# ram_port_arbiter

**ram_port_arbiter: ports around the boundary**

Pins as bars across the die edge, other pins in grey.
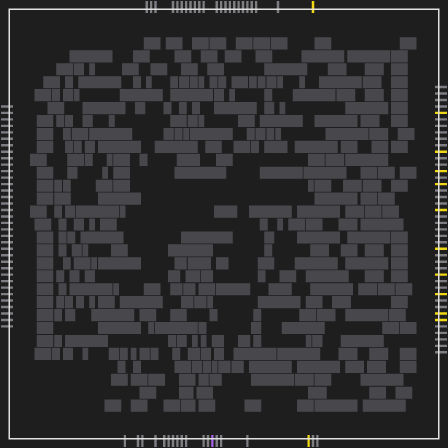

$ cat src/rtl/ram_port_arbiter.sv
// ram_port_arbiter
// Shares one synchronous single-port RAM between two requesters (A and B).
// A combinational round-robin arbiter grants at most one request per cycle.
// A two-stage tag pipeline follows each accepted read through the RAM's
// one-cycle read latency. The read data is then returned to the owning port.
//
// Handshake: a request is accepted on a rising edge where x_req_valid and
// x_req_ready are both high. x_req_ready is a combinational function of the
// two valids and the round-robin pointer, and it never depends on ready.
// A requester may hold valid high for as long as it likes. Responses are a
// single-cycle x_rsp_valid pulse with no backpressure. They return in
// request order, two edges after the accepting edge.
module ram_port_arbiter #(
  parameter  int DATA_WIDTH = 12,
  parameter  int RAM_DEPTH  = 4096,
  localparam int ADDR_WIDTH = $clog2(RAM_DEPTH)
) (
  input  logic                  clk,
  input  logic                  rst,

  input  logic                  a_req_valid,
  output logic                  a_req_ready,
  input  logic                  a_req_we,
  input  logic [ADDR_WIDTH-1:0] a_req_addr,
  input  logic [DATA_WIDTH-1:0] a_req_data,
  output logic                  a_rsp_valid,
  output logic [DATA_WIDTH-1:0] a_rsp_data,

  input  logic                  b_req_valid,
  output logic                  b_req_ready,
  input  logic                  b_req_we,
  input  logic [ADDR_WIDTH-1:0] b_req_addr,
  input  logic [DATA_WIDTH-1:0] b_req_data,
  output logic                  b_rsp_valid,
  output logic [DATA_WIDTH-1:0] b_rsp_data,

  output logic                  ram_write_enable,
  output logic [ADDR_WIDTH-1:0] ram_address,
  output logic [DATA_WIDTH-1:0] ram_data_in,
  input  logic [DATA_WIDTH-1:0] ram_data_out
);

  // Round-robin pointer: remembers which port won the most recent accept.
  typedef enum logic {
    LAST_A = 1'b0,
    LAST_B = 1'b1
  } last_t;

  last_t last_q;
  last_t last_d;

  logic                  grant_a;
  logic                  grant_b;
  logic                  accept;
  logic                  sel_we;
  logic [ADDR_WIDTH-1:0] sel_addr;
  logic [DATA_WIDTH-1:0] sel_data;

  // Tag pipeline. Stage 1 lines up with the RAM address register, and
  // stage 2 lines up with the RAM's registered read data.
  logic s1_rd;
  logic s1_owner_b;
  logic s2_rd;
  logic s2_owner_b;

  // Arbitration: a single requester always wins. On contention the port
  // that did not win last time is granted. Nothing is granted during reset.
  always_comb begin
    grant_a = 1'b0;
    grant_b = 1'b0;
    if (!rst) begin
      if (a_req_valid && b_req_valid) begin
        if (last_q == LAST_B) begin
          grant_a = 1'b1;
        end else begin
          grant_b = 1'b1;
        end
      end else if (a_req_valid) begin
        grant_a = 1'b1;
      end else if (b_req_valid) begin
        grant_b = 1'b1;
      end
    end
  end

  assign a_req_ready = grant_a;
  assign b_req_ready = grant_b;
  assign accept      = grant_a | grant_b;

  // Request mux: the command of the granted port goes to the RAM stage.
  always_comb begin
    sel_we   = a_req_we;
    sel_addr = a_req_addr;
    sel_data = a_req_data;
    if (grant_b) begin
      sel_we   = b_req_we;
      sel_addr = b_req_addr;
      sel_data = b_req_data;
    end
  end

  // Next pointer: it moves only when a request is accepted.
  always_comb begin
    last_d = last_q;
    if (grant_a) begin
      last_d = LAST_A;
    end else if (grant_b) begin
      last_d = LAST_B;
    end
  end

  // Pointer register. It resets to "B won last" so A wins the first contention.
  always_ff @(posedge clk or posedge rst) begin
    if (rst) begin
      last_q <= LAST_B;
    end else begin
      last_q <= last_d;
    end
  end

  // Stage 1: register the RAM command and the read tag on accept.
  // Idle cycles drop the write strobe but keep address and data stable.
  always_ff @(posedge clk or posedge rst) begin
    if (rst) begin
      ram_write_enable <= 1'b0;
      ram_address      <= '0;
      ram_data_in      <= '0;
      s1_rd            <= 1'b0;
      s1_owner_b       <= 1'b0;
    end else begin
      ram_write_enable <= accept & sel_we;
      s1_rd            <= accept & ~sel_we;
      if (accept) begin
        ram_address <= sel_addr;
        ram_data_in <= sel_data;
        s1_owner_b  <= grant_b;
      end
    end
  end

  // Stage 2: the tag advances while the RAM performs its synchronous read.
  always_ff @(posedge clk or posedge rst) begin
    if (rst) begin
      s2_rd      <= 1'b0;
      s2_owner_b <= 1'b0;
    end else begin
      s2_rd      <= s1_rd;
      s2_owner_b <= s1_owner_b;
    end
  end

  // Response: capture the RAM output for the owning port and pulse its valid.
  // The other port's data register keeps its last value.
  always_ff @(posedge clk or posedge rst) begin
    if (rst) begin
      a_rsp_valid <= 1'b0;
      b_rsp_valid <= 1'b0;
      a_rsp_data  <= '0;
      b_rsp_data  <= '0;
    end else begin
      a_rsp_valid <= s2_rd & ~s2_owner_b;
      b_rsp_valid <= s2_rd & s2_owner_b;
      if (s2_rd && !s2_owner_b) begin
        a_rsp_data <= ram_data_out;
      end
      if (s2_rd && s2_owner_b) begin
        b_rsp_data <= ram_data_out;
      end
    end
  end

  // Structural invariants of the arbiter and the response path.
  grant_onehot: assert property (@(posedge clk) disable iff (rst)
    !(a_req_ready && b_req_ready));

  rsp_exclusive: assert property (@(posedge clk) disable iff (rst)
    !(a_rsp_valid && b_rsp_valid));

endmodule
$ cat config.mk
export PLATFORM = sky130hd
export DESIGN_NAME = ram_port_arbiter
export DESIGN_NICKNAME = d
export VERILOG_FILES = /design/src/rtl/ram_port_arbiter.sv
export SDC_FILE = /design/constraint.sdc
export NUM_CORES = 1
export LEC_CHECK = 0
export CORE_MARGIN = 4
export CORE_UTILIZATION = 35
export CTS_CLUSTER_DIAMETER = 30
export DETAILED_ROUTE_END_ITERATION = 7
export GPL_TIMING_DRIVEN = 1
export PLACE_DENSITY = 0.73
export SLEW_MARGIN = 20
export SYNTH_ARGS = -nofsm -noshare
export SYNTH_HDL_FRONTEND = slang
export SYNTH_SLANG_ARGS = --single-unit
$ cat constraint.sdc
create_clock -name clk -period 2 [get_ports clk]
set_input_delay 0.4 -clock clk [delete_from_list [all_inputs] [get_ports clk]]
set_output_delay 0.4 -clock clk [all_outputs]
set_load 0.005 [all_outputs]
# flap_controller

[config.mk]
export PLATFORM = sky130hd
export DESIGN_NAME = flap_controller
export DESIGN_NICKNAME = d
export VERILOG_FILES = /design/src/rtl/flap_controller.sv
export SDC_FILE = /design/constraint.sdc
export NUM_CORES = 1
export LEC_CHECK = 0
export CAP_MARGIN = 20
export CORE_AREA = 2 2 39 41
export CTS_CLUSTER_DIAMETER = 80
export CTS_CLUSTER_SIZE = 14
export DETAILED_ROUTE_END_ITERATION = 8
export DIE_AREA = 0 0 41 43
export PLACE_DENSITY = 0.77
export SYNTH_ARGS = -nofsm -noshare
export SYNTH_HDL_FRONTEND = slang
export SYNTH_SLANG_ARGS = --single-unit
export TNS_END_PERCENT = 100
[constraint.sdc]
create_clock -name Clock -period 3.9 [get_ports Clock]
set_clock_uncertainty 0.15 [all_clocks]
set_input_delay 0.78 -clock Clock [delete_from_list [all_inputs] [get_ports Clock]]
set_output_delay 0.78 -clock Clock [all_outputs]
set_load 0.05 [all_outputs]
[src/rtl/flap_controller.sv]
// flap_controller
//   Motion sequencer for the 16-light bird column. It turns a synchronized
//   flap button and a gravity timebase into one-cycle step pulses. L moves
//   the bird up and R moves it down. The column's one-hot lights vector is
//   read back to clamp at the ceiling and to detect ground contact.
//
//   Parameters
//     TICK_DIV   clock cycles per motion step (>= 2)
//     FLAP_STEPS up-steps issued per flap press (>= 1)
//
//   Ports
//     Clock   in   system clock, rising-edge
//     RST     in   asynchronous reset, active-low
//     enable  in   game running (level)
//     flap    in   flap button, already synchronized, active-high
//     lights  in   [15:0] bird position, one-hot, bit 15 = top, bit 0 = ground
//     L       out  registered one-cycle pulse, step toward lights[15]
//     R       out  registered one-cycle pulse, step toward lights[0]
//     landed  out  registered, high while the bird is on the ground
//
//   state | meaning
//   ------+--------------------------------------------------------------
//   IDLE  | game stopped; outputs low, tick counter held at 0
//   FALL  | gravity; one R pulse per tick until ground is touched
//   RISE  | flap burst; one L pulse per tick, FLAP_STEPS ticks, then FALL
//   DEAD  | bird on the ground; landed high until enable drops

module flap_controller #(
    parameter int TICK_DIV   = 4,
    parameter int FLAP_STEPS = 3
) (
    input  logic        Clock,
    input  logic        RST,
    input  logic        enable,
    input  logic        flap,
    input  logic [15:0] lights,
    output logic        L,
    output logic        R,
    output logic        landed
);

    localparam int CW = (TICK_DIV > 1) ? $clog2(TICK_DIV) : 1;
    localparam int SW = (FLAP_STEPS > 0) ? $clog2(FLAP_STEPS + 1) : 1;
    localparam logic [CW-1:0] TICK_LAST  = CW'(TICK_DIV - 1);
    localparam logic [SW-1:0] STEPS_INIT = SW'(FLAP_STEPS);
    localparam logic [SW-1:0] STEPS_ONE  = SW'(1);

    typedef enum logic [1:0] {
        IDLE = 2'd0,
        FALL = 2'd1,
        RISE = 2'd2,
        DEAD = 2'd3
    } state_t;

    state_t        state;
    state_t        state_nxt;
    logic [CW-1:0] cnt;
    logic [CW-1:0] cnt_nxt;
    logic [SW-1:0] steps;
    logic [SW-1:0] steps_nxt;
    logic          flap_q;
    logic          press;
    logic          active;
    logic          tick;
    logic          l_nxt;
    logic          r_nxt;
    logic          landed_nxt;

    // flap_q resets to 1 so a button held through reset is not seen as a press
    assign press  = flap & ~flap_q;
    assign active = (state == FALL) || (state == RISE);
    assign tick   = active && (cnt == TICK_LAST);

    // State register
    always_ff @(posedge Clock or negedge RST) begin
        if (!RST) begin
            state <= IDLE;
        end else begin
            state <= state_nxt;
        end
    end

    // Next-state logic; enable low overrides everything
    always_comb begin
        state_nxt = state;
        if (!enable) begin
            state_nxt = IDLE;
        end else begin
            case (state)
                IDLE: state_nxt = FALL;
                FALL: begin
                    if (press) begin
                        state_nxt = RISE;
                    end else if (tick && lights[0]) begin
                        state_nxt = DEAD;
                    end
                end
                RISE: begin
                    if (press) begin
                        state_nxt = RISE;
                    end else if (tick && (steps == STEPS_ONE)) begin
                        state_nxt = FALL;
                    end
                end
                DEAD:    state_nxt = DEAD;
                default: state_nxt = IDLE;
            endcase
        end
    end

    // Output logic. A press on a tick edge takes priority and suppresses the
    // pulse. At the ceiling the up-step is consumed without a pulse.
    always_comb begin
        l_nxt      = 1'b0;
        r_nxt      = 1'b0;
        landed_nxt = (state_nxt == DEAD);
        if (enable && !press && tick) begin
            if (state == FALL) begin
                r_nxt = ~lights[0];
            end
            if (state == RISE) begin
                l_nxt = ~lights[15];
            end
        end
    end

    // Tick and step counters. The tick counter returns to 0 on a press, on a
    // tick and whenever the FSM is outside FALL/RISE. That covers every entry
    // into an active state.
    always_comb begin
        cnt_nxt   = '0;
        steps_nxt = steps;
        if (!enable) begin
            steps_nxt = '0;
        end else if (active) begin
            if (press) begin
                steps_nxt = STEPS_INIT;
            end else if (tick) begin
                if (state == RISE) begin
                    steps_nxt = steps - STEPS_ONE;
                end
            end else begin
                cnt_nxt = cnt + {{(CW-1){1'b0}}, 1'b1};
            end
        end
    end

    always_ff @(posedge Clock or negedge RST) begin
        if (!RST) begin
            flap_q <= 1'b1;
            cnt    <= '0;
            steps  <= '0;
            L      <= 1'b0;
            R      <= 1'b0;
            landed <= 1'b0;
        end else begin
            flap_q <= flap;
            cnt    <= cnt_nxt;
            steps  <= steps_nxt;
            L      <= l_nxt;
            R      <= r_nxt;
            landed <= landed_nxt;
        end
    end

endmodule

# parity_pipe_check

--- src/rtl/parity_pipe_check.sv ---
// parity_pipe_check
//   Single-stage parity checker with a valid/ready handshake on both sides.
//   Each accepted word is loaded into a one-deep output register holding its
//   parity (even/odd) and a check result (err) against the received parity
//   bit. Two statistics counters track accepted words and erroring words.
//
// Handshake semantics (both sides):
//   A transfer happens on a rising edge where valid=1 and ready=1. A source
//   holding valid=1 while ready=0 must keep its payload stable; nothing is
//   consumed. in_ready = (~out_valid | out_ready) & ~reset, so the stage
//   accepts when it is empty or being drained on the same edge, giving one
//   word per cycle of throughput.
//
// Parameters:
//   DATA_W   data word width in bits (2..64)
//   ODD_MODE 0 = even parity over data+parity bit, 1 = odd parity
//   CNT_W    width of word_count and err_count
//
// Ports:
//   clk        clock, all state changes on rising edge
//   reset      synchronous active-high reset
//   in_valid   input word present
//   data_in    input data word
//   parity_in  received parity bit for data_in
//   in_ready   stage can accept a word this cycle
//   out_valid  result register holds a result
//   out_ready  consumer takes the result this cycle
//   even       data had an even number of ones
//   odd        data had an odd number of ones
//   err        word failed the parity check
//   clr_count  synchronous clear of both counters
//   word_count accepted words (wraps)
//   err_count  accepted words with err=1 (saturates)
module parity_pipe_check #(
  parameter int DATA_W   = 9,
  parameter int ODD_MODE = 0,
  parameter int CNT_W    = 16
) (
  input  logic              clk,
  input  logic              reset,
  input  logic              in_valid,
  input  logic [DATA_W-1:0] data_in,
  input  logic              parity_in,
  output logic              in_ready,
  output logic              out_valid,
  input  logic              out_ready,
  output logic              even,
  output logic              odd,
  output logic              err,
  input  logic              clr_count,
  output logic [CNT_W-1:0]  word_count,
  output logic [CNT_W-1:0]  err_count
);

  localparam logic ODD_BIT = (ODD_MODE != 0);
  localparam logic [CNT_W-1:0] CNT_ONE = {{(CNT_W-1){1'b0}}, 1'b1};
  localparam logic [CNT_W-1:0] CNT_MAX = {CNT_W{1'b1}};

  logic             out_valid_q, out_valid_d;
  logic             even_q, even_d;
  logic             odd_q, odd_d;
  logic             err_q, err_d;
  logic [CNT_W-1:0] word_count_q, word_count_d;
  logic [CNT_W-1:0] err_count_q, err_count_d;

  logic accept;
  logic odd_calc;
  logic err_calc;

  assign in_ready = (~out_valid_q | out_ready) & ~reset;
  assign accept   = in_valid & in_ready;

  // Parity of the data alone; the check folds in the received parity bit and
  // flags a word whose overall parity does not match the system parity.
  assign odd_calc = ^data_in;
  assign err_calc = ((odd_calc ^ parity_in) != ODD_BIT);

  // Output register next state. A drain without a new word only clears
  // out_valid; the last result bits are kept.
  always_comb begin
    out_valid_d = out_valid_q;
    even_d      = even_q;
    odd_d       = odd_q;
    err_d       = err_q;
    if (accept) begin
      out_valid_d = 1'b1;
      even_d      = ~odd_calc;
      odd_d       = odd_calc;
      err_d       = err_calc;
    end else if (out_valid_q && out_ready) begin
      out_valid_d = 1'b0;
    end
  end

  // Counters. A clear on the same edge as an accept still counts that word.
  always_comb begin
    word_count_d = word_count_q;
    err_count_d  = err_count_q;
    if (clr_count) begin
      word_count_d = accept ? CNT_ONE : '0;
      err_count_d  = (accept && err_calc) ? CNT_ONE : '0;
    end else if (accept) begin
      word_count_d = word_count_q + CNT_ONE;
      if (err_calc && (err_count_q != CNT_MAX)) begin
        err_count_d = err_count_q + CNT_ONE;
      end
    end
  end

  always_ff @(posedge clk) begin
    if (reset) begin
      out_valid_q  <= 1'b0;
      even_q       <= 1'b1;
      odd_q        <= 1'b0;
      err_q        <= 1'b0;
      word_count_q <= '0;
      err_count_q  <= '0;
    end else begin
      out_valid_q  <= out_valid_d;
      even_q       <= even_d;
      odd_q        <= odd_d;
      err_q        <= err_d;
      word_count_q <= word_count_d;
      err_count_q  <= err_count_d;
    end
  end

  assign out_valid  = out_valid_q;
  assign even       = even_q;
  assign odd        = odd_q;
  assign err        = err_q;
  assign word_count = word_count_q;
  assign err_count  = err_count_q;

endmodule

--- config.mk ---
export PLATFORM = sky130hd
export DESIGN_NAME = parity_pipe_check
export DESIGN_NICKNAME = d
export VERILOG_FILES = /design/src/rtl/parity_pipe_check.sv
export SDC_FILE = /design/constraint.sdc
export NUM_CORES = 1
export LEC_CHECK = 0
export CAP_MARGIN = 25
export CORE_MARGIN = 3
export CORE_UTILIZATION = 42
export DETAILED_ROUTE_END_ITERATION = 10
export PLACE_DENSITY = 0.75
export SKIP_CTS_REPAIR_TIMING = 1
export SYNTH_ARGS = -nofsm -noshare
export SYNTH_HDL_FRONTEND = slang
export SYNTH_SLANG_ARGS = --single-unit
--- constraint.sdc ---
create_clock -name clk -period 2.2 [get_ports clk]
set_input_delay 0.33 -clock clk [delete_from_list [all_inputs] [get_ports clk]]
set_output_delay 0.33 -clock clk [all_outputs]
set_load 0.1 [all_outputs]
# multicycle_control_flat

--- src/rtl/cpu_pkg.sv ---
// Shared definitions for the multi-cycle control path: opcodes, ALU function
// codes, FSM state encoding and the opcode-class record.
package cpu_pkg;

  localparam logic [5:0] OP_RTYPE = 6'b100000;
  localparam logic [5:0] OP_ADDI  = 6'b110000;
  localparam logic [5:0] OP_ANDI  = 6'b110010;
  localparam logic [5:0] OP_ORI   = 6'b110011;
  localparam logic [5:0] OP_LI    = 6'b111000;
  localparam logic [5:0] OP_LUI   = 6'b111001;
  localparam logic [5:0] OP_BEQ   = 6'b000000;
  localparam logic [5:0] OP_BNE   = 6'b000001;
  localparam logic [5:0] OP_B     = 6'b111111;
  localparam logic [5:0] OP_LB    = 6'b000011;
  localparam logic [5:0] OP_LW    = 6'b001111;
  localparam logic [5:0] OP_SB    = 6'b000111;
  localparam logic [5:0] OP_SW    = 6'b011111;

  localparam logic [3:0] ALU_ADD = 4'b0000;
  localparam logic [3:0] ALU_SUB = 4'b0001;
  localparam logic [3:0] ALU_AND = 4'b0010;
  localparam logic [3:0] ALU_OR  = 4'b0011;

  localparam logic [3:0] S_IFETCH   = 4'd0;
  localparam logic [3:0] S_DECODE   = 4'd1;
  localparam logic [3:0] S_EXEC_R   = 4'd2;
  localparam logic [3:0] S_EXEC_I   = 4'd3;
  localparam logic [3:0] S_EXEC_BR  = 4'd4;
  localparam logic [3:0] S_MEM_ADDR = 4'd5;
  localparam logic [3:0] S_MEM_RD   = 4'd6;
  localparam logic [3:0] S_MEM_WR   = 4'd7;
  localparam logic [3:0] S_WB_ALU   = 4'd8;
  localparam logic [3:0] S_WB_MEM   = 4'd9;

  typedef struct packed {
    logic rtype;
    logic imm_alu;
    logic branch;
    logic load;
    logic store;
    logic byte_op;
    logic illegal;
  } op_class_t;

  // lui reuses OR: the decode stage has already shifted Immed into the upper half
  function automatic logic [3:0] imm_alu_func(input logic [5:0] op);
    case (op)
      OP_ANDI:        imm_alu_func = ALU_AND;
      OP_ORI, OP_LUI: imm_alu_func = ALU_OR;
      default:        imm_alu_func = ALU_ADD;
    endcase
  endfunction

endpackage

--- src/rtl/multicycle_control_if.sv ---
// Datapath-facing control bundle: instruction/status inputs and all stage
// select/enable outputs of the multi-cycle controller.
interface multicycle_control_if #(
  parameter int ALU_FUNC_W = 4
);
  logic [31:0]           Instr;
  logic                  ALU_zero;
  logic                  MEM_ready;
  logic                  IR_LdEn;
  logic                  PC_LdEn;
  logic                  PC_sel;
  logic                  RF_WrEn;
  logic                  RF_WrData_sel;
  logic                  RF_Bsel;
  logic                  ALU_Bin_sel;
  logic [ALU_FUNC_W-1:0] ALU_func;
  logic                  MEM_RdEn;
  logic                  MEM_WrEn;
  logic                  ByteOp;
  logic                  Illegal;

  modport master (
    input  Instr, ALU_zero, MEM_ready,
    output IR_LdEn, PC_LdEn, PC_sel, RF_WrEn, RF_WrData_sel, RF_Bsel,
           ALU_Bin_sel, ALU_func, MEM_RdEn, MEM_WrEn, ByteOp, Illegal
  );

  modport slave (
    output Instr, ALU_zero, MEM_ready,
    input  IR_LdEn, PC_LdEn, PC_sel, RF_WrEn, RF_WrData_sel, RF_Bsel,
           ALU_Bin_sel, ALU_func, MEM_RdEn, MEM_WrEn, ByteOp, Illegal
  );
endinterface

--- src/rtl/opcode_class.sv ---
// Combinational opcode classifier shared by the DECODE state (live Instr)
// and the later states (registered opcode).
module opcode_class
  import cpu_pkg::*;
(
  input  logic [5:0] op,
  output op_class_t  cls
);
  always_comb begin
    cls = '0;
    case (op)
      OP_RTYPE:                                    cls.rtype   = 1'b1;
      OP_ADDI, OP_ANDI, OP_ORI, OP_LI, OP_LUI:     cls.imm_alu = 1'b1;
      OP_BEQ, OP_BNE, OP_B:                        cls.branch  = 1'b1;
      OP_LB:  begin cls.load  = 1'b1; cls.byte_op = 1'b1; end
      OP_LW:        cls.load  = 1'b1;
      OP_SB:  begin cls.store = 1'b1; cls.byte_op = 1'b1; end
      OP_SW:        cls.store = 1'b1;
      default:                                     cls.illegal = 1'b1;
    endcase
  end
endmodule

--- src/rtl/multicycle_control.sv ---
// Multi-cycle control FSM: sequences fetch, decode, execute, memory and
// write-back, driving every datapath select/enable from the state register.
module multicycle_control
  import cpu_pkg::*;
#(
  parameter int ALU_FUNC_W = 4
) (
  input  logic                 Clk,
  input  logic                 Reset,
  multicycle_control_if.master bus
);
  logic [3:0] state, state_nxt;
  logic [5:0] op_q;
  logic [3:0] func_q;
  logic       illegal_q;
  op_class_t  dec_cls, q_cls;

  opcode_class u_dec_cls (.op(bus.Instr[31:26]), .cls(dec_cls));
  opcode_class u_q_cls   (.op(op_q),             .cls(q_cls));

  logic unused_bits;
  assign unused_bits = ^{bus.Instr[25:4], q_cls.rtype, q_cls.imm_alu, q_cls.branch,
                         q_cls.store, q_cls.illegal, dec_cls.byte_op};

  always_ff @(posedge Clk or negedge Reset) begin
    if (!Reset) begin
      state     <= S_IFETCH;
      op_q      <= '0;
      func_q    <= '0;
      illegal_q <= 1'b0;
    end else begin
      state <= state_nxt;
      if (state == S_DECODE) begin
        op_q   <= bus.Instr[31:26];
        func_q <= bus.Instr[3:0];
        if (dec_cls.illegal) illegal_q <= 1'b1;
      end
    end
  end

  always_comb begin
    state_nxt = S_IFETCH;
    case (state)
      S_IFETCH: state_nxt = S_DECODE;
      S_DECODE: begin
        if (dec_cls.rtype)                       state_nxt = S_EXEC_R;
        else if (dec_cls.imm_alu)                state_nxt = S_EXEC_I;
        else if (dec_cls.branch)                 state_nxt = S_EXEC_BR;
        else if (dec_cls.load || dec_cls.store)  state_nxt = S_MEM_ADDR;
        else                                     state_nxt = S_IFETCH;
      end
      S_EXEC_R, S_EXEC_I: state_nxt = S_WB_ALU;
      S_MEM_ADDR: state_nxt = q_cls.load ? S_MEM_RD : S_MEM_WR;
      S_MEM_RD:   state_nxt = bus.MEM_ready ? S_WB_MEM : S_MEM_RD;
      S_MEM_WR:   state_nxt = bus.MEM_ready ? S_IFETCH : S_MEM_WR;
      default:    state_nxt = S_IFETCH;
    endcase
  end

  always_comb begin
    bus.IR_LdEn       = 1'b0;
    bus.PC_LdEn       = 1'b0;
    bus.PC_sel        = 1'b0;
    bus.RF_WrEn       = 1'b0;
    bus.RF_WrData_sel = 1'b0;
    bus.RF_Bsel       = 1'b0;
    bus.ALU_Bin_sel   = 1'b0;
    bus.ALU_func      = '0;
    bus.MEM_RdEn      = 1'b0;
    bus.MEM_WrEn      = 1'b0;
    bus.ByteOp        = 1'b0;
    case (state)
      S_IFETCH: bus.IR_LdEn = 1'b1;
      // DECODE is the only state that looks at the live instruction
      S_DECODE: begin
        bus.RF_Bsel = dec_cls.store | dec_cls.branch;
        bus.PC_LdEn = dec_cls.illegal;
      end
      S_EXEC_R: bus.ALU_func = ALU_FUNC_W'(func_q);
      S_EXEC_I: begin
        bus.ALU_Bin_sel = 1'b1;
        bus.ALU_func    = ALU_FUNC_W'(imm_alu_func(op_q));
      end
      S_EXEC_BR: begin
        bus.RF_Bsel  = 1'b1;
        bus.ALU_func = ALU_FUNC_W'(ALU_SUB);
        bus.PC_LdEn  = 1'b1;
        bus.PC_sel   = (op_q == OP_B) ||
                       ((op_q == OP_BEQ) &&  bus.ALU_zero) ||
                       ((op_q == OP_BNE) && !bus.ALU_zero);
      end
      S_MEM_ADDR: begin
        bus.ALU_Bin_sel = 1'b1;
        bus.ALU_func    = ALU_FUNC_W'(ALU_ADD);
      end
      S_MEM_RD: begin
        bus.MEM_RdEn = 1'b1;
        bus.ByteOp   = q_cls.byte_op;
      end
      S_MEM_WR: begin
        bus.RF_Bsel  = 1'b1;
        bus.MEM_WrEn = 1'b1;
        bus.ByteOp   = q_cls.byte_op;
        bus.PC_LdEn  = bus.MEM_ready;
      end
      S_WB_ALU: begin
        bus.RF_WrEn = 1'b1;
        bus.PC_LdEn = 1'b1;
      end
      S_WB_MEM: begin
        bus.RF_WrEn       = 1'b1;
        bus.RF_WrData_sel = 1'b1;
        bus.PC_LdEn       = 1'b1;
      end
      default: ;
    endcase
  end

  assign bus.Illegal = illegal_q;

endmodule

--- src/flat_wrapper.sv ---
// flat-port wrapper written by rule: the top's interface ports become plain ports
module multicycle_control_flat import cpu_pkg::*;
#(
  parameter int ALU_FUNC_W = 4
)
  (Clk, Reset, bus_Instr, bus_ALU_zero, bus_MEM_ready, bus_IR_LdEn, bus_PC_LdEn, bus_PC_sel, bus_RF_WrEn, bus_RF_WrData_sel, bus_RF_Bsel, bus_ALU_Bin_sel, bus_ALU_func, bus_MEM_RdEn, bus_MEM_WrEn, bus_ByteOp, bus_Illegal);
  multicycle_control_if #(.ALU_FUNC_W(ALU_FUNC_W)) bus_i ();
  input  logic Clk;
  input  logic Reset;
  input wire logic [$bits(bus_i.Instr)-1:0] bus_Instr;
  input wire logic [$bits(bus_i.ALU_zero)-1:0] bus_ALU_zero;
  input wire logic [$bits(bus_i.MEM_ready)-1:0] bus_MEM_ready;
  output wire logic [$bits(bus_i.IR_LdEn)-1:0] bus_IR_LdEn;
  output wire logic [$bits(bus_i.PC_LdEn)-1:0] bus_PC_LdEn;
  output wire logic [$bits(bus_i.PC_sel)-1:0] bus_PC_sel;
  output wire logic [$bits(bus_i.RF_WrEn)-1:0] bus_RF_WrEn;
  output wire logic [$bits(bus_i.RF_WrData_sel)-1:0] bus_RF_WrData_sel;
  output wire logic [$bits(bus_i.RF_Bsel)-1:0] bus_RF_Bsel;
  output wire logic [$bits(bus_i.ALU_Bin_sel)-1:0] bus_ALU_Bin_sel;
  output wire logic [$bits(bus_i.ALU_func)-1:0] bus_ALU_func;
  output wire logic [$bits(bus_i.MEM_RdEn)-1:0] bus_MEM_RdEn;
  output wire logic [$bits(bus_i.MEM_WrEn)-1:0] bus_MEM_WrEn;
  output wire logic [$bits(bus_i.ByteOp)-1:0] bus_ByteOp;
  output wire logic [$bits(bus_i.Illegal)-1:0] bus_Illegal;
  assign bus_i.Instr = bus_Instr;
  assign bus_i.ALU_zero = bus_ALU_zero;
  assign bus_i.MEM_ready = bus_MEM_ready;
  assign bus_IR_LdEn = bus_i.IR_LdEn;
  assign bus_PC_LdEn = bus_i.PC_LdEn;
  assign bus_PC_sel = bus_i.PC_sel;
  assign bus_RF_WrEn = bus_i.RF_WrEn;
  assign bus_RF_WrData_sel = bus_i.RF_WrData_sel;
  assign bus_RF_Bsel = bus_i.RF_Bsel;
  assign bus_ALU_Bin_sel = bus_i.ALU_Bin_sel;
  assign bus_ALU_func = bus_i.ALU_func;
  assign bus_MEM_RdEn = bus_i.MEM_RdEn;
  assign bus_MEM_WrEn = bus_i.MEM_WrEn;
  assign bus_ByteOp = bus_i.ByteOp;
  assign bus_Illegal = bus_i.Illegal;
  multicycle_control #(.ALU_FUNC_W(ALU_FUNC_W)) u_core (.Clk(Clk), .Reset(Reset), .bus(bus_i));
endmodule
--- config.mk ---
export PLATFORM = sky130hd
export DESIGN_NAME = multicycle_control_flat
export DESIGN_NICKNAME = d
export VERILOG_FILES = /design/src/rtl/cpu_pkg.sv /design/src/rtl/multicycle_control_if.sv /design/src/rtl/opcode_class.sv /design/src/rtl/multicycle_control.sv /design/src/flat_wrapper.sv
export SDC_FILE = /design/constraint.sdc
export NUM_CORES = 1
export LEC_CHECK = 0
export CELL_PAD_IN_SITES_DETAIL_PLACEMENT = 1
export CELL_PAD_IN_SITES_GLOBAL_PLACEMENT = 2
export CORE_MARGIN = 2
export CORE_UTILIZATION = 23
export CTS_BUF_LIST = sky130_fd_sc_hd__clkbuf_8
export DETAILED_ROUTE_END_ITERATION = 12
export GPL_TIMING_DRIVEN = 1
export PLACE_DENSITY_LB_ADDON = 0.1
export SYNTH_ARGS = -nofsm -noshare
export SYNTH_HDL_FRONTEND = slang
export SYNTH_SLANG_ARGS = --single-unit
--- constraint.sdc ---
create_clock -name Clk -period 3.7 [get_ports Clk]
set_clock_uncertainty 0.05 [all_clocks]
set_input_delay 1.11 -clock Clk [delete_from_list [all_inputs] [get_ports Clk]]
set_output_delay 1.11 -clock Clk [all_outputs]
set_load 0.1 [all_outputs]
**flap_controller: cells coloured by class**

The bar under the picture is 10 um long.
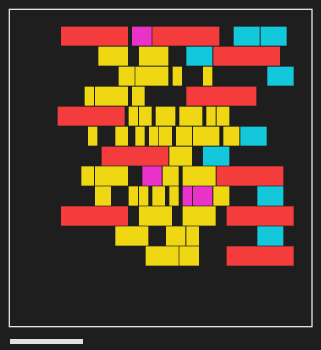
Key: magenta = clock drivers and dummy loads [cells 4]; yellow = combinational and other logic [cells 41]; cyan = other buffers and delay cells [cells 8]; red = flops [cells 10]

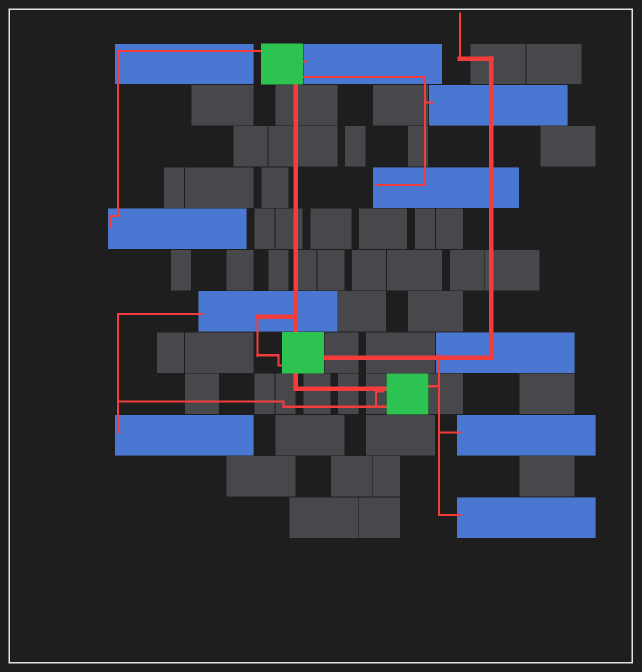
**Above:** flap_controller (clock wires, drivers and flops).
Key: red = clock wires [length 170 um]; green = clock drivers [count 3]; blue = flip-flops [count 10]
There are 4 routed clock nets.
Clk pwr share: 0.357
clk pwr: 77.8 uW
clock latency (worst-skew pair): 0.27 ns

==> results.py, flap_controller <==
# Auto-generated metrics
metrics = {
    "status": {
        "status": "complete, no violations",
    },
    "job": {
        "cap_violations": 0,
        "warnings": 43,
    },
    "floorplanning": {
        "core_mm2": 0.00138,
        "die_w_um": 41,
        "dieArea_mm2": 0.00176,
        "dieHeight_um": 43,
        "tap_cells": 16,
        "ios": 23,
    },
    "cells_and_area": {
        "nets": 90,
        "top_regs": "cnt: 2 flops, state: 2 flops, steps: 2 flops",
        "drive_gt1_frac": 0.143,
        "nClkBuffers": 4,
        "seq_share": 0.376,
        "area_growth_pct": 23.3,
        "logic_gates": 36,
        "final_core_util": 0.484,
    },
    "detailed_routing": {
        "totalWireLength_mm": 1.10,
        "wl_per_cell_um": 13.9,
        "via_count": 444,
    },
    "clock_network": {
        "cts-resized-gates": 0,
        "clockRootBuffer": "clkbuf_4",
        "cts_tree": "yes",
        "path_clk_slew_ns": 0.07,
        "cts_buffers": 3,
    },
    "critical_path": {
        "cp-startpoint": "L$_DFF_PN0_",
        "critical_path_buf_inv_count": 1,
        "rr_worst_depth": 6,
        "crit_fanout": 1,
        "cp.depth": 1,
        "r2r_slack_ns": 2.08,
        "cp-end-kind": "output pin",
        "criticalPathCategory": "flop to output pin",
        "start_kind": "flop",
    },
    "yosys": {
        "synth_adder_area_share": 0.138,
        "synth_top_cell_by_count": "dfrtp_1",
        "edf_count": 0,
        "top_area_frac": 0.415,
        "ys_area_um2": 543,
        "synthCells": 51,
        "yosysWarningCount": 0,
        "netlist_logic_family_top": "simple AND/OR/NAND/NOR gates",
        "ys_types": 23,
        "numSynthFlops": 10,
        "yosys-stat-cells": 51,
    },
    "timing": {
        "timing.fmax_ghz": 0.425,
        "finalClockPeriodUsage": 0.603,
        "worst_slew_pin_slew_ns": 0.493,
        "holdWs_ns": 0.297,
        "max_slew_margin": 0.671,
        "fin_ws_ns": 1.55,
        "maxSlewViolCount": 0,
    },
    "global_routing": {
        "overflow": 0,
        "grt_pass1_vias": 413,
        "met3_usage": 0.0524,
        "use_met1": 0.183,
        "grt_pass1_wl_mm": 1.74,
    },
    "hold_path": {
        "min_path_cells": 1,
        "hold_start": "cnt[0]$_DFF_PN0_",
        "hold_path.class": "flop to flop",
    },
    "power_and_ir_drop": {
        "comb_power_share": 0.136,
        "power_density_mw_per_mm2": 325,
        "ir_drop_mv": 0.165,
    },
    "place": {
        "hpwl_um": 815,
        "dp_slack_ns": 1.64,
        "port_buffers": 8,
    },
}
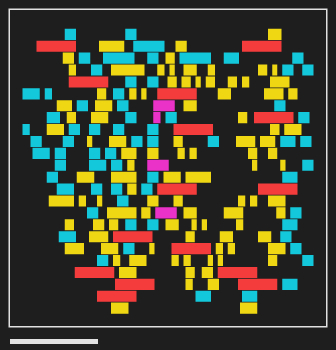
**Above:** multicycle_control_flat (cells coloured by class).
The bar under the picture is 20 um long.
Key: magenta = clock drivers and dummy loads [cells 4]; red = flops [cells 15]; cyan = other buffers and delay cells [cells 66]; yellow = combinational and other logic [cells 98]
core region area: 0.00441 mm2
sequential share of cell area: 0.206

==> results.py, multicycle_control_flat <==
# Auto-generated metrics
metrics = {
    "clock_network": {
        "cts.path.max_buffers": 2,
        "cts_tree": "yes",
    },
    "hold_path": {
        "whs_endpoint": "u_core.bus.Illegal$_DFFE_PN0P_",
        "min_path_cells": 1,
    },
    "power_and_ir_drop": {
        "p_sw_frac": 0.516,
        "ir_drop_mv": 0.225,
        "seqPwrFrac": 0.269,
        "comb_power_uw": 785,
    },
    "critical_path": {
        "critical_path_buf_inv_count": 2,
        "worst_ep_arrival_time_ns": 2.54,
        "cp-startpoint": "bus_Instr[31]",
        "r2r_start": "u_core.state[1]$_DFF_PN0_",
        "rr_worst_depth": 5,
        "worst_path_largest_cell_delay_ns": 0.52,
    },
    "cells_and_area": {
        "n_all_buffers": 66,
        "comb_area_frac": 0.418,
        "nets": 220,
        "clockNetworkAreaShare": 0.0254,
        "regArea_um2": 375,
        "logic_gates": 96,
    },
    "yosys": {
        "syn_area_mm2": 0.00107,
        "top_cells_by_area": "dfrtp_1 (35%), mux2_1 (9.5%), nand2b_1 (3.5%)",
        "syn_avg_cell_area_um2": 8.77,
        "ys_seq_share": 0.351,
        "netlist_logic_family_top": "simple AND/OR/NAND/NOR gates",
        "synth_top_cell_by_count": "dfrtp_1",
        "ys_types": 39,
        "edf_count": 0,
        "simple_gate_area_frac": 0.318,
        "muxShareOfSynthArea": 0.104,
        "yosys.area.top_type": "dfrtp_1",
    },
    "floorplanning": {
        "dieHeight_um": 72.2,
        "die_w_um": 72.2,
        "rows": 24,
    },
    "timing": {
        "timing.fmax_ghz": 0.270,
    },
    "global_routing": {
        "met3_usage": 0.0236,
        "use_met2": 0.276,
        "grt_pass1_wl_mm": 6.12,
    },
    "detailed_routing": {
        "ant_nets": 0,
        "viasPerCell": 4.96,
    },
    "status": {
        "status": "complete, no violations",
    },
}
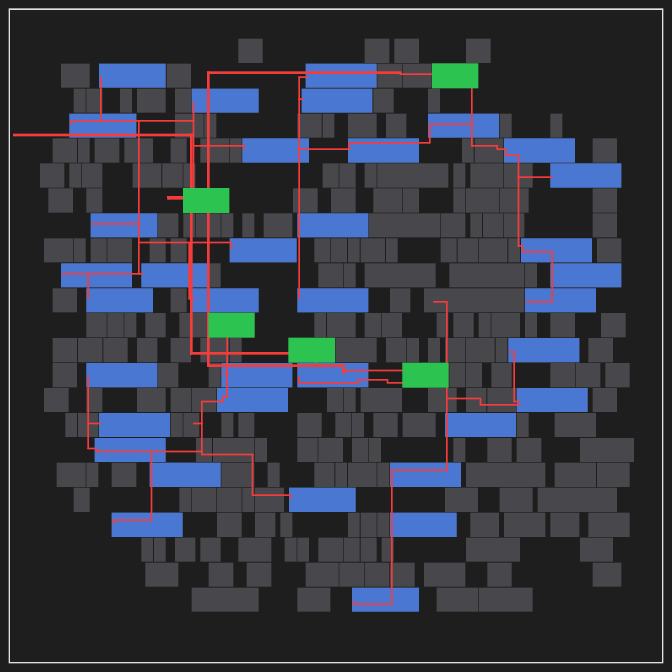
**Above:** parity_pipe_check (clock wires, drivers and flops).
Key: blue = flip-flops [count 36]; red = clock wires [length 466 um]; green = clock drivers [count 5]
There are 6 routed clock nets.

==> results.py, parity_pipe_check <==
# Auto-generated metrics
metrics = {
    "cells_and_area": {
        "seq_share": 0.297,
        "dominant_cells": "combinational gates",
        "nets": 285,
    },
    "yosys": {
        "top_area_frac": 0.405,
        "ys_types": 30,
        "synth_top_cell_by_count": "dfxtp_1",
        "edf_count": 0,
        "muxShareOfSynthArea": 0,
        "ys_seq_share": 0.405,
    },
    "power_and_ir_drop": {
        "p_leak_uw": 0.00103,
        "sequentialPower_uw": 676,
        "p_sw_frac": 0.296,
    },
    "timing": {
        "finClkSkew_ns": 0.00576,
        "rsz0062_at_grt": "false",
        "maxSlewViolCount": 0,
        "finalClockPeriodUsage": 0.956,
        "worst_slew_pin_slew_ns": 0.560,
    },
    "place": {
        "hpwl_mm": 2.85,
    },
    "detailed_routing": {
        "viasPerCell": 4.99,
    },
    "critical_path": {
        "path_cells": "clkdlybuf4s50_1 > xor2_1 > xnor3_2 > xnor3_2 > buf_4 > nor4_4 > xnor2_1 > nor2_1",
        "rr_worst_depth": 7,
    },
    "status": {
        "status": "complete, no violations",
    },
    "global_routing": {
        "met3_usage": 0.0568,
    },
    "floorplanning": {
        "tap_cells": 50,
    },
}
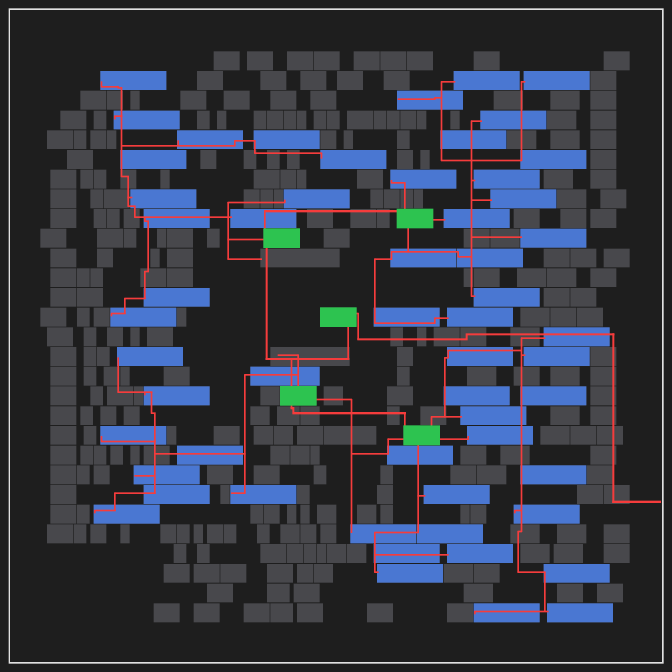
**Above:** ram_port_arbiter (clock wires, drivers and flops).
Key: red = clock wires [length 665 um]; green = clock drivers [count 5]; blue = flip-flops [count 56]
There are 6 routed clock nets.

## Picture notes: 'ports around the boundary' of ram_port_arbiter
Key: purple = b_req_valid [pins 1, direction input, edge bottom]; yellow = ram_data_out [pins 12, direction input, edge 10 right, 1 bottom, 1 top]
All pins by edge: 42 right, 35 left, 23 top, 19 bottom.
Die X-Extent: 90.0 um
die height: 90.0 um

==> results.py, ram_port_arbiter <==
# Auto-generated metrics
metrics = {
    "place": {
        "dp.cells": 406,
        "dp_slack_ns": -0.117,
    },
    "yosys": {
        "netlist_logic_family_top": "AND-OR/OR-AND gates",
        "syn_avg_cell_area_um2": 10.9,
        "ys_sh_aoi": 0.133,
    },
    "floorplanning": {
        "ios": 119,
        "dieArea_mm2": 0.00810,
        "core_mm2": 0.00642,
    },
    "clock_network": {
        "cts-resized-gates": 3,
        "insertion_delay_ns": 0.30,
    },
    "cells_and_area": {
        "fillerInstances": 582,
        "n_antenna_cell": 0,
    },
    "timing": {
        "setup_violations": 0,
    },
    "power_and_ir_drop": {
        "power_density_mw_per_mm2": 895,
        "sequentialPower_uw": 1500,
    },
    "status": {
        "status": "complete, no violations",
    },
    "global_routing": {
        "grtUsageTotal": 0.153,
        "grt_pass1_wl_mm": 10.2,
        "gr-max-usage-layer": "met2",
    },
}

==> notes/layouts.md <==
Pictures saved along the way, in no particular order.

Cells by drive strength.
shot_01.png
The bar under the picture is 20 um long.
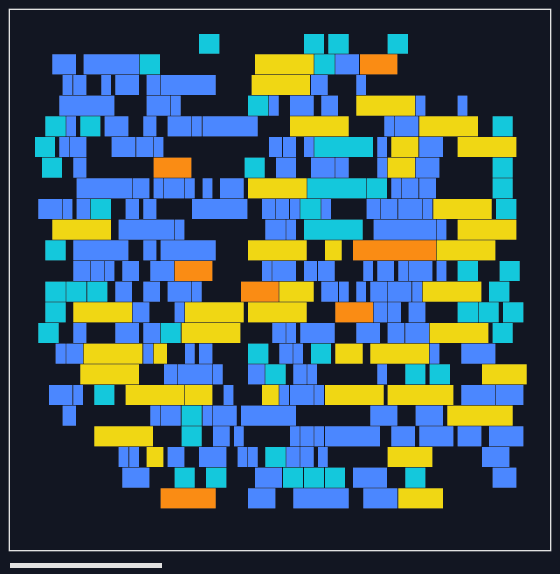
shot_02.png
The bar under the picture is 20 um long.
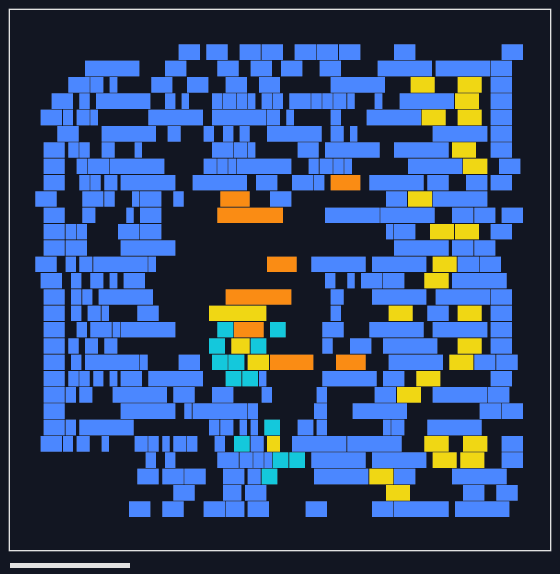
shot_03.png
The bar under the picture is 10 um long.
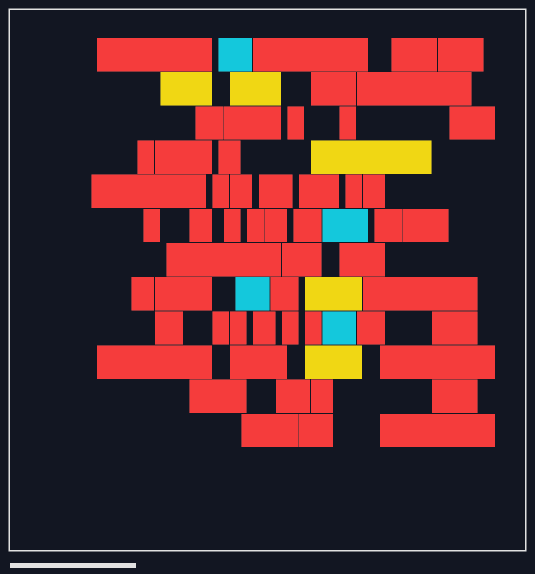
shot_04.png
The bar under the picture is 20 um long.
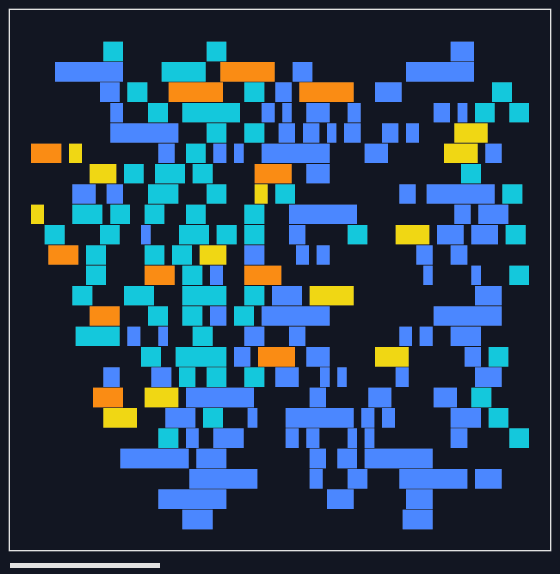
| from | picture |
|---|---|
| parity_pipe_check | shot_01.png |
| flap_controller | shot_03.png |
| multicycle_control_flat | shot_04.png |
| ram_port_arbiter | shot_02.png |
The one with the smallest die is shot_03.png.

Key to shot_02.png:
Key: yellow = _2 cells [cells 28, share 8.3%, most used mux2_2]; blue = _0 and _1 cells [cells 287, share 85%, most used clkdlybuf4s50_1]; cyan = _3 and _4 cells [cells 13, share 3.9%, most used buf_4]; orange = _6 and larger [cells 8, share 2.4%, most used clkbuf_8]


# pll_clock_gen

File: config.mk
export PLATFORM = sky130hd
export DESIGN_NAME = pll_clock_gen
export DESIGN_NICKNAME = d
export VERILOG_FILES = /design/src/rtl/pll_clock_gen.sv
export SDC_FILE = /design/constraint.sdc
export NUM_CORES = 1
export LEC_CHECK = 0
export ABC_AREA = 0
export CAP_MARGIN = 20
export CELL_PAD_IN_SITES_DETAIL_PLACEMENT = 1
export CELL_PAD_IN_SITES_GLOBAL_PLACEMENT = 2
export CORE_MARGIN = 2
export CORE_UTILIZATION = 39
export CTS_BUF_LIST = sky130_fd_sc_hd__clkbuf_4 sky130_fd_sc_hd__clkbuf_8
export CTS_CLUSTER_SIZE = 40
export DETAILED_ROUTE_END_ITERATION = 6
export PLACE_DENSITY = 0.79
export RECOVER_POWER = 25
export SKIP_LAST_GASP = 1
export SYNTH_ARGS = -nofsm -noshare
export SYNTH_HDL_FRONTEND = slang
export SYNTH_SLANG_ARGS = --single-unit
File: constraint.sdc
create_clock -name inclk0 -period 2.07 [get_ports inclk0]
set_clock_uncertainty 0.2 [all_clocks]
set_input_delay 0.414 -clock inclk0 [delete_from_list [all_inputs] [get_ports inclk0]]
set_output_delay 0.414 -clock inclk0 [all_outputs]
set_load 0.1 [all_outputs]
File: src/rtl/pll_clock_gen.sv
`default_nettype none
// ============================================================================
// Module      : pll_clock_gen
// Description : Synthesizable stand-in for the board PLL primitive. Derives
//               four clocks c0..c3 from inclk0 by integer division, each with
//               its own rising-edge phase offset, and raises locked after a
//               fixed number of reference edges following reset release.
//               Optional macro PLL_GATE_UNLOCKED_EN holds every output low
//               until lock; the phase counters keep running so the relative
//               phase of the outputs is preserved.
// Revision    : 1.0 - initial release
// ============================================================================
module pll_clock_gen #(
  parameter int DIV0        = 10,
  parameter int DIV1        = 2,
  parameter int DIV2        = 4,
  parameter int DIV3        = 4,
  parameter int PHASE0      = 0,
  parameter int PHASE1      = 0,
  parameter int PHASE2      = 0,
  parameter int PHASE3      = 1,
  parameter int LOCK_CYCLES = 16
) (
  input  logic inclk0,
  input  logic nreset_in,
  output logic c0,
  output logic c1,
  output logic c2,
  output logic c3,
  output logic locked
);

  // --------------------------------------------------------------------------
  // Lock counter
  // --------------------------------------------------------------------------
  // Width is guarded so an illegal LOCK_CYCLES still elaborates far enough to
  // reach the configuration error below instead of a width error.
  localparam int c_LW = (LOCK_CYCLES < 1) ? 1 : $clog2(LOCK_CYCLES + 1);
  localparam logic [c_LW-1:0] c_LOCK_TGT = c_LW'(LOCK_CYCLES);

  logic [c_LW-1:0] r_lock_cnt;
  logic [c_LW-1:0] w_lock_cnt_next;
  logic            r_locked;
  logic            w_locked_next;
  logic [3:0]      w_clk;

  if (LOCK_CYCLES < 1) begin : g_bad_lock
    $error("pll_clock_gen: LOCK_CYCLES must be >= 1 (got %0d)", LOCK_CYCLES);
  end

  // Saturating edge count; locked_next is exposed so gated outputs can use
  // the value locked is about to take on this same edge.
  always_comb begin
    w_lock_cnt_next = r_lock_cnt;
    if (r_lock_cnt != c_LOCK_TGT) begin
      w_lock_cnt_next = r_lock_cnt + c_LW'(1);
    end
    w_locked_next = (w_lock_cnt_next == c_LOCK_TGT);
  end

  // Lock state: cleared asynchronously, sticky once reached until next reset.
  always_ff @(posedge inclk0 or negedge nreset_in) begin
    if (!nreset_in) begin
      r_lock_cnt <= '0;
      r_locked   <= 1'b0;
    end else begin
      r_lock_cnt <= w_lock_cnt_next;
      r_locked   <= r_locked | w_locked_next;
    end
  end

  // --------------------------------------------------------------------------
  // Divider channels
  // --------------------------------------------------------------------------
  // Each channel runs a modulo-DIV phase counter. The counter is preloaded
  // with (DIV-PHASE) mod DIV so that it wraps to zero exactly PHASE edges
  // after release; the output is high while the counter is in its lower half.
  // All channels start on the same edge, which fixes their phase relation.
  for (genvar gi = 0; gi < 4; gi++) begin : g_ch
    localparam int c_D = (gi == 0) ? DIV0 :
                         (gi == 1) ? DIV1 :
                         (gi == 2) ? DIV2 : DIV3;
    localparam int c_P = (gi == 0) ? PHASE0 :
                         (gi == 1) ? PHASE1 :
                         (gi == 2) ? PHASE2 : PHASE3;
    localparam bit c_BAD  = (c_D < 2) || (c_P < 0) || (c_P >= c_D);
    localparam int c_W    = (c_D < 2) ? 1 : $clog2(c_D);
    localparam int c_INIT = c_BAD ? 0 : ((c_D - c_P) % c_D);
    localparam int c_LAST_I = c_BAD ? 0 : (c_D - 1);
    localparam int c_HALF_I = c_BAD ? 0 : (c_D / 2);

    localparam logic [c_W-1:0] c_INIT_V = c_W'(c_INIT);
    localparam logic [c_W-1:0] c_LAST   = c_W'(c_LAST_I);
    localparam logic [c_W-1:0] c_HALF   = c_W'(c_HALF_I);

    if (c_BAD) begin : g_bad_cfg
      $error("pll_clock_gen: channel %0d needs DIV >= 2 and 0 <= PHASE < DIV (DIV=%0d PHASE=%0d)",
             gi, c_D, c_P);
    end

    logic [c_W-1:0] r_pcnt;
    logic           r_clk;
    logic           w_high;
    logic           w_clk_next;

    assign w_high = (r_pcnt < c_HALF);

`ifdef PLL_GATE_UNLOCKED_EN
    // Outputs held low until the edge on which lock is reached.
    assign w_clk_next = w_locked_next & w_high;
`else
    // Outputs free-run from the first edge; lock is informational only.
    assign w_clk_next = w_high;
`endif

    // Phase counter and registered (glitch-free) divided clock.
    always_ff @(posedge inclk0 or negedge nreset_in) begin
      if (!nreset_in) begin
        r_pcnt <= c_INIT_V;
        r_clk  <= 1'b0;
      end else begin
        r_pcnt <= (r_pcnt == c_LAST) ? '0 : (r_pcnt + c_W'(1));
        r_clk  <= w_clk_next;
      end
    end

    assign w_clk[gi] = r_clk;
  end

  assign c0     = w_clk[0];
  assign c1     = w_clk[1];
  assign c2     = w_clk[2];
  assign c3     = w_clk[3];
  assign locked = r_locked;

endmodule
`default_nettype wire

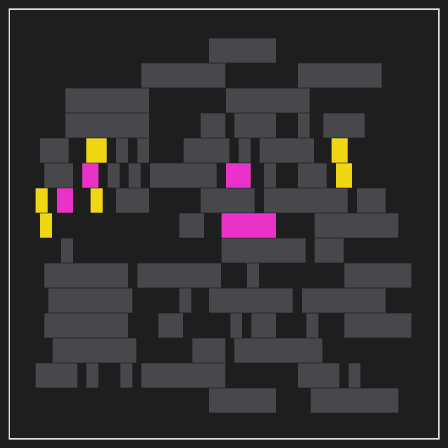
**Above:** pll_clock_gen (gate-type map).
Key: magenta = inverting AOI/OAI gates [cells 4]; yellow = NAND gates [cells 6]

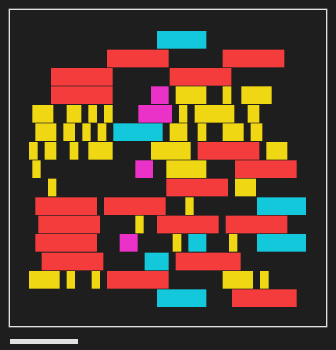
**Above:** pll_clock_gen (cells coloured by class).
The bar under the picture is 10 um long.
Key: cyan = other buffers and delay cells [cells 7]; magenta = clock drivers and dummy loads [cells 4]; red = flops [cells 18]; yellow = combinational and other logic [cells 37]

==> results.py <==
# Auto-generated metrics
metrics = {
    "status": {
        "status": "complete, no violations",
    },
    "cells_and_area": {
        "largest-register": "g_ch.r_pcnt",
        "design_area_um2": 892,
        "clockNetworkAreaShare": 0.0407,
        "n_all_buffers": 7,
        "drive_gt1_frac": 0.227,
        "largest_reg_flops": 8,
        "n_antenna_cell": 0,
        "instances_no_fill": 91,
    },
    "global_routing": {
        "gr-max-usage-layer": "met2",
        "grtUsageTotal": 0.125,
    },
    "detailed_routing": {
        "viasPerCell": 4.30,
        "totalWireLength_um": 982,
        "ant_nets": 0,
        "drt-met1-wl_um": 470,
        "wl_per_cell_um": 10.8,
    },
    "power_and_ir_drop": {
        "power_leader": "sequential cells",
        "p_sw_frac": 0.188,
        "comb_power_uw": 9.05,
        "p_clk_frac": 0.365,
        "p_int_uw": 461,
    },
    "yosys": {
        "top_cells_by_area": "dfrtp_1 (57%), dfstp_2 (7.4%), ha_1 (7.1%)",
        "synthFlopType": "dfrtp_1",
        "fp_nets": 61,
        "ys_area_um2": 707,
        "yosys-stat-cells": 55,
        "yosysWarningCount": 0,
        "xor_share": 0.0726,
        "synth_top_cell_by_count": "dfrtp_1",
    },
    "critical_path": {
        "worst_path_largest_cell_delay_ns": 0.45,
        "r2r_slack_ns": 0.47,
        "reg2reg_to": "locked$_DFF_PN0_",
        "critPathSlowestCell": "dfrtp_1",
        "cp_data_required_time_ns": 2.06,
    },
    "floorplanning": {
        "dieArea_mm2": 0.00217,
    },
    "clock_network": {
        "cts-resized-gates": 0,
        "insertion_delay_ns": 0.28,
        "cts_buffers": 3,
        "cts_hold_buf": 0,
    },
    "place": {
        "hpwl_um": 779,
        "dp_slack_ns": 0.475,
    },
    "job": {
        "warnings": 27,
    },
    "timing": {
        "finalClockPeriodUsage": 0.775,
        "fin_ws_ns": 0.466,
        "final_hold_viol_count": 0,
    },
}


==> gallery <==
Ports around the boundary.
Pins as bars across the die edge, other pins in grey.
picture 1
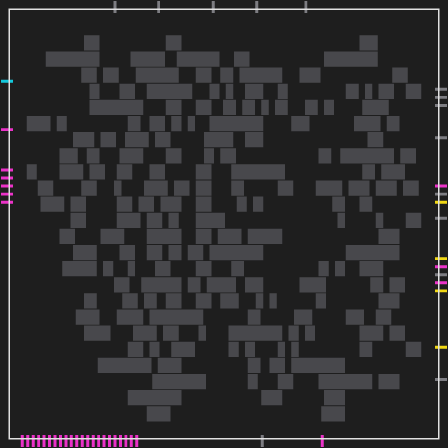
picture 2
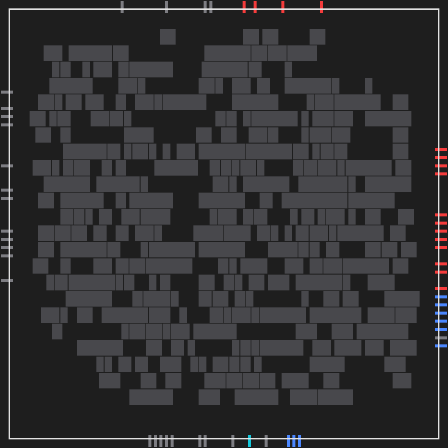
picture 3
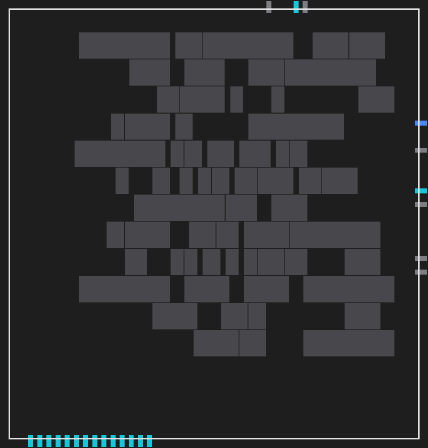
The one with the fewest pins is picture 3.
Picture 2 comes from parity_pipe_check.
Picture 3 comes from flap_controller.
Picture 1 comes from multicycle_control_flat.

Power and IR drop assume default switching activity.
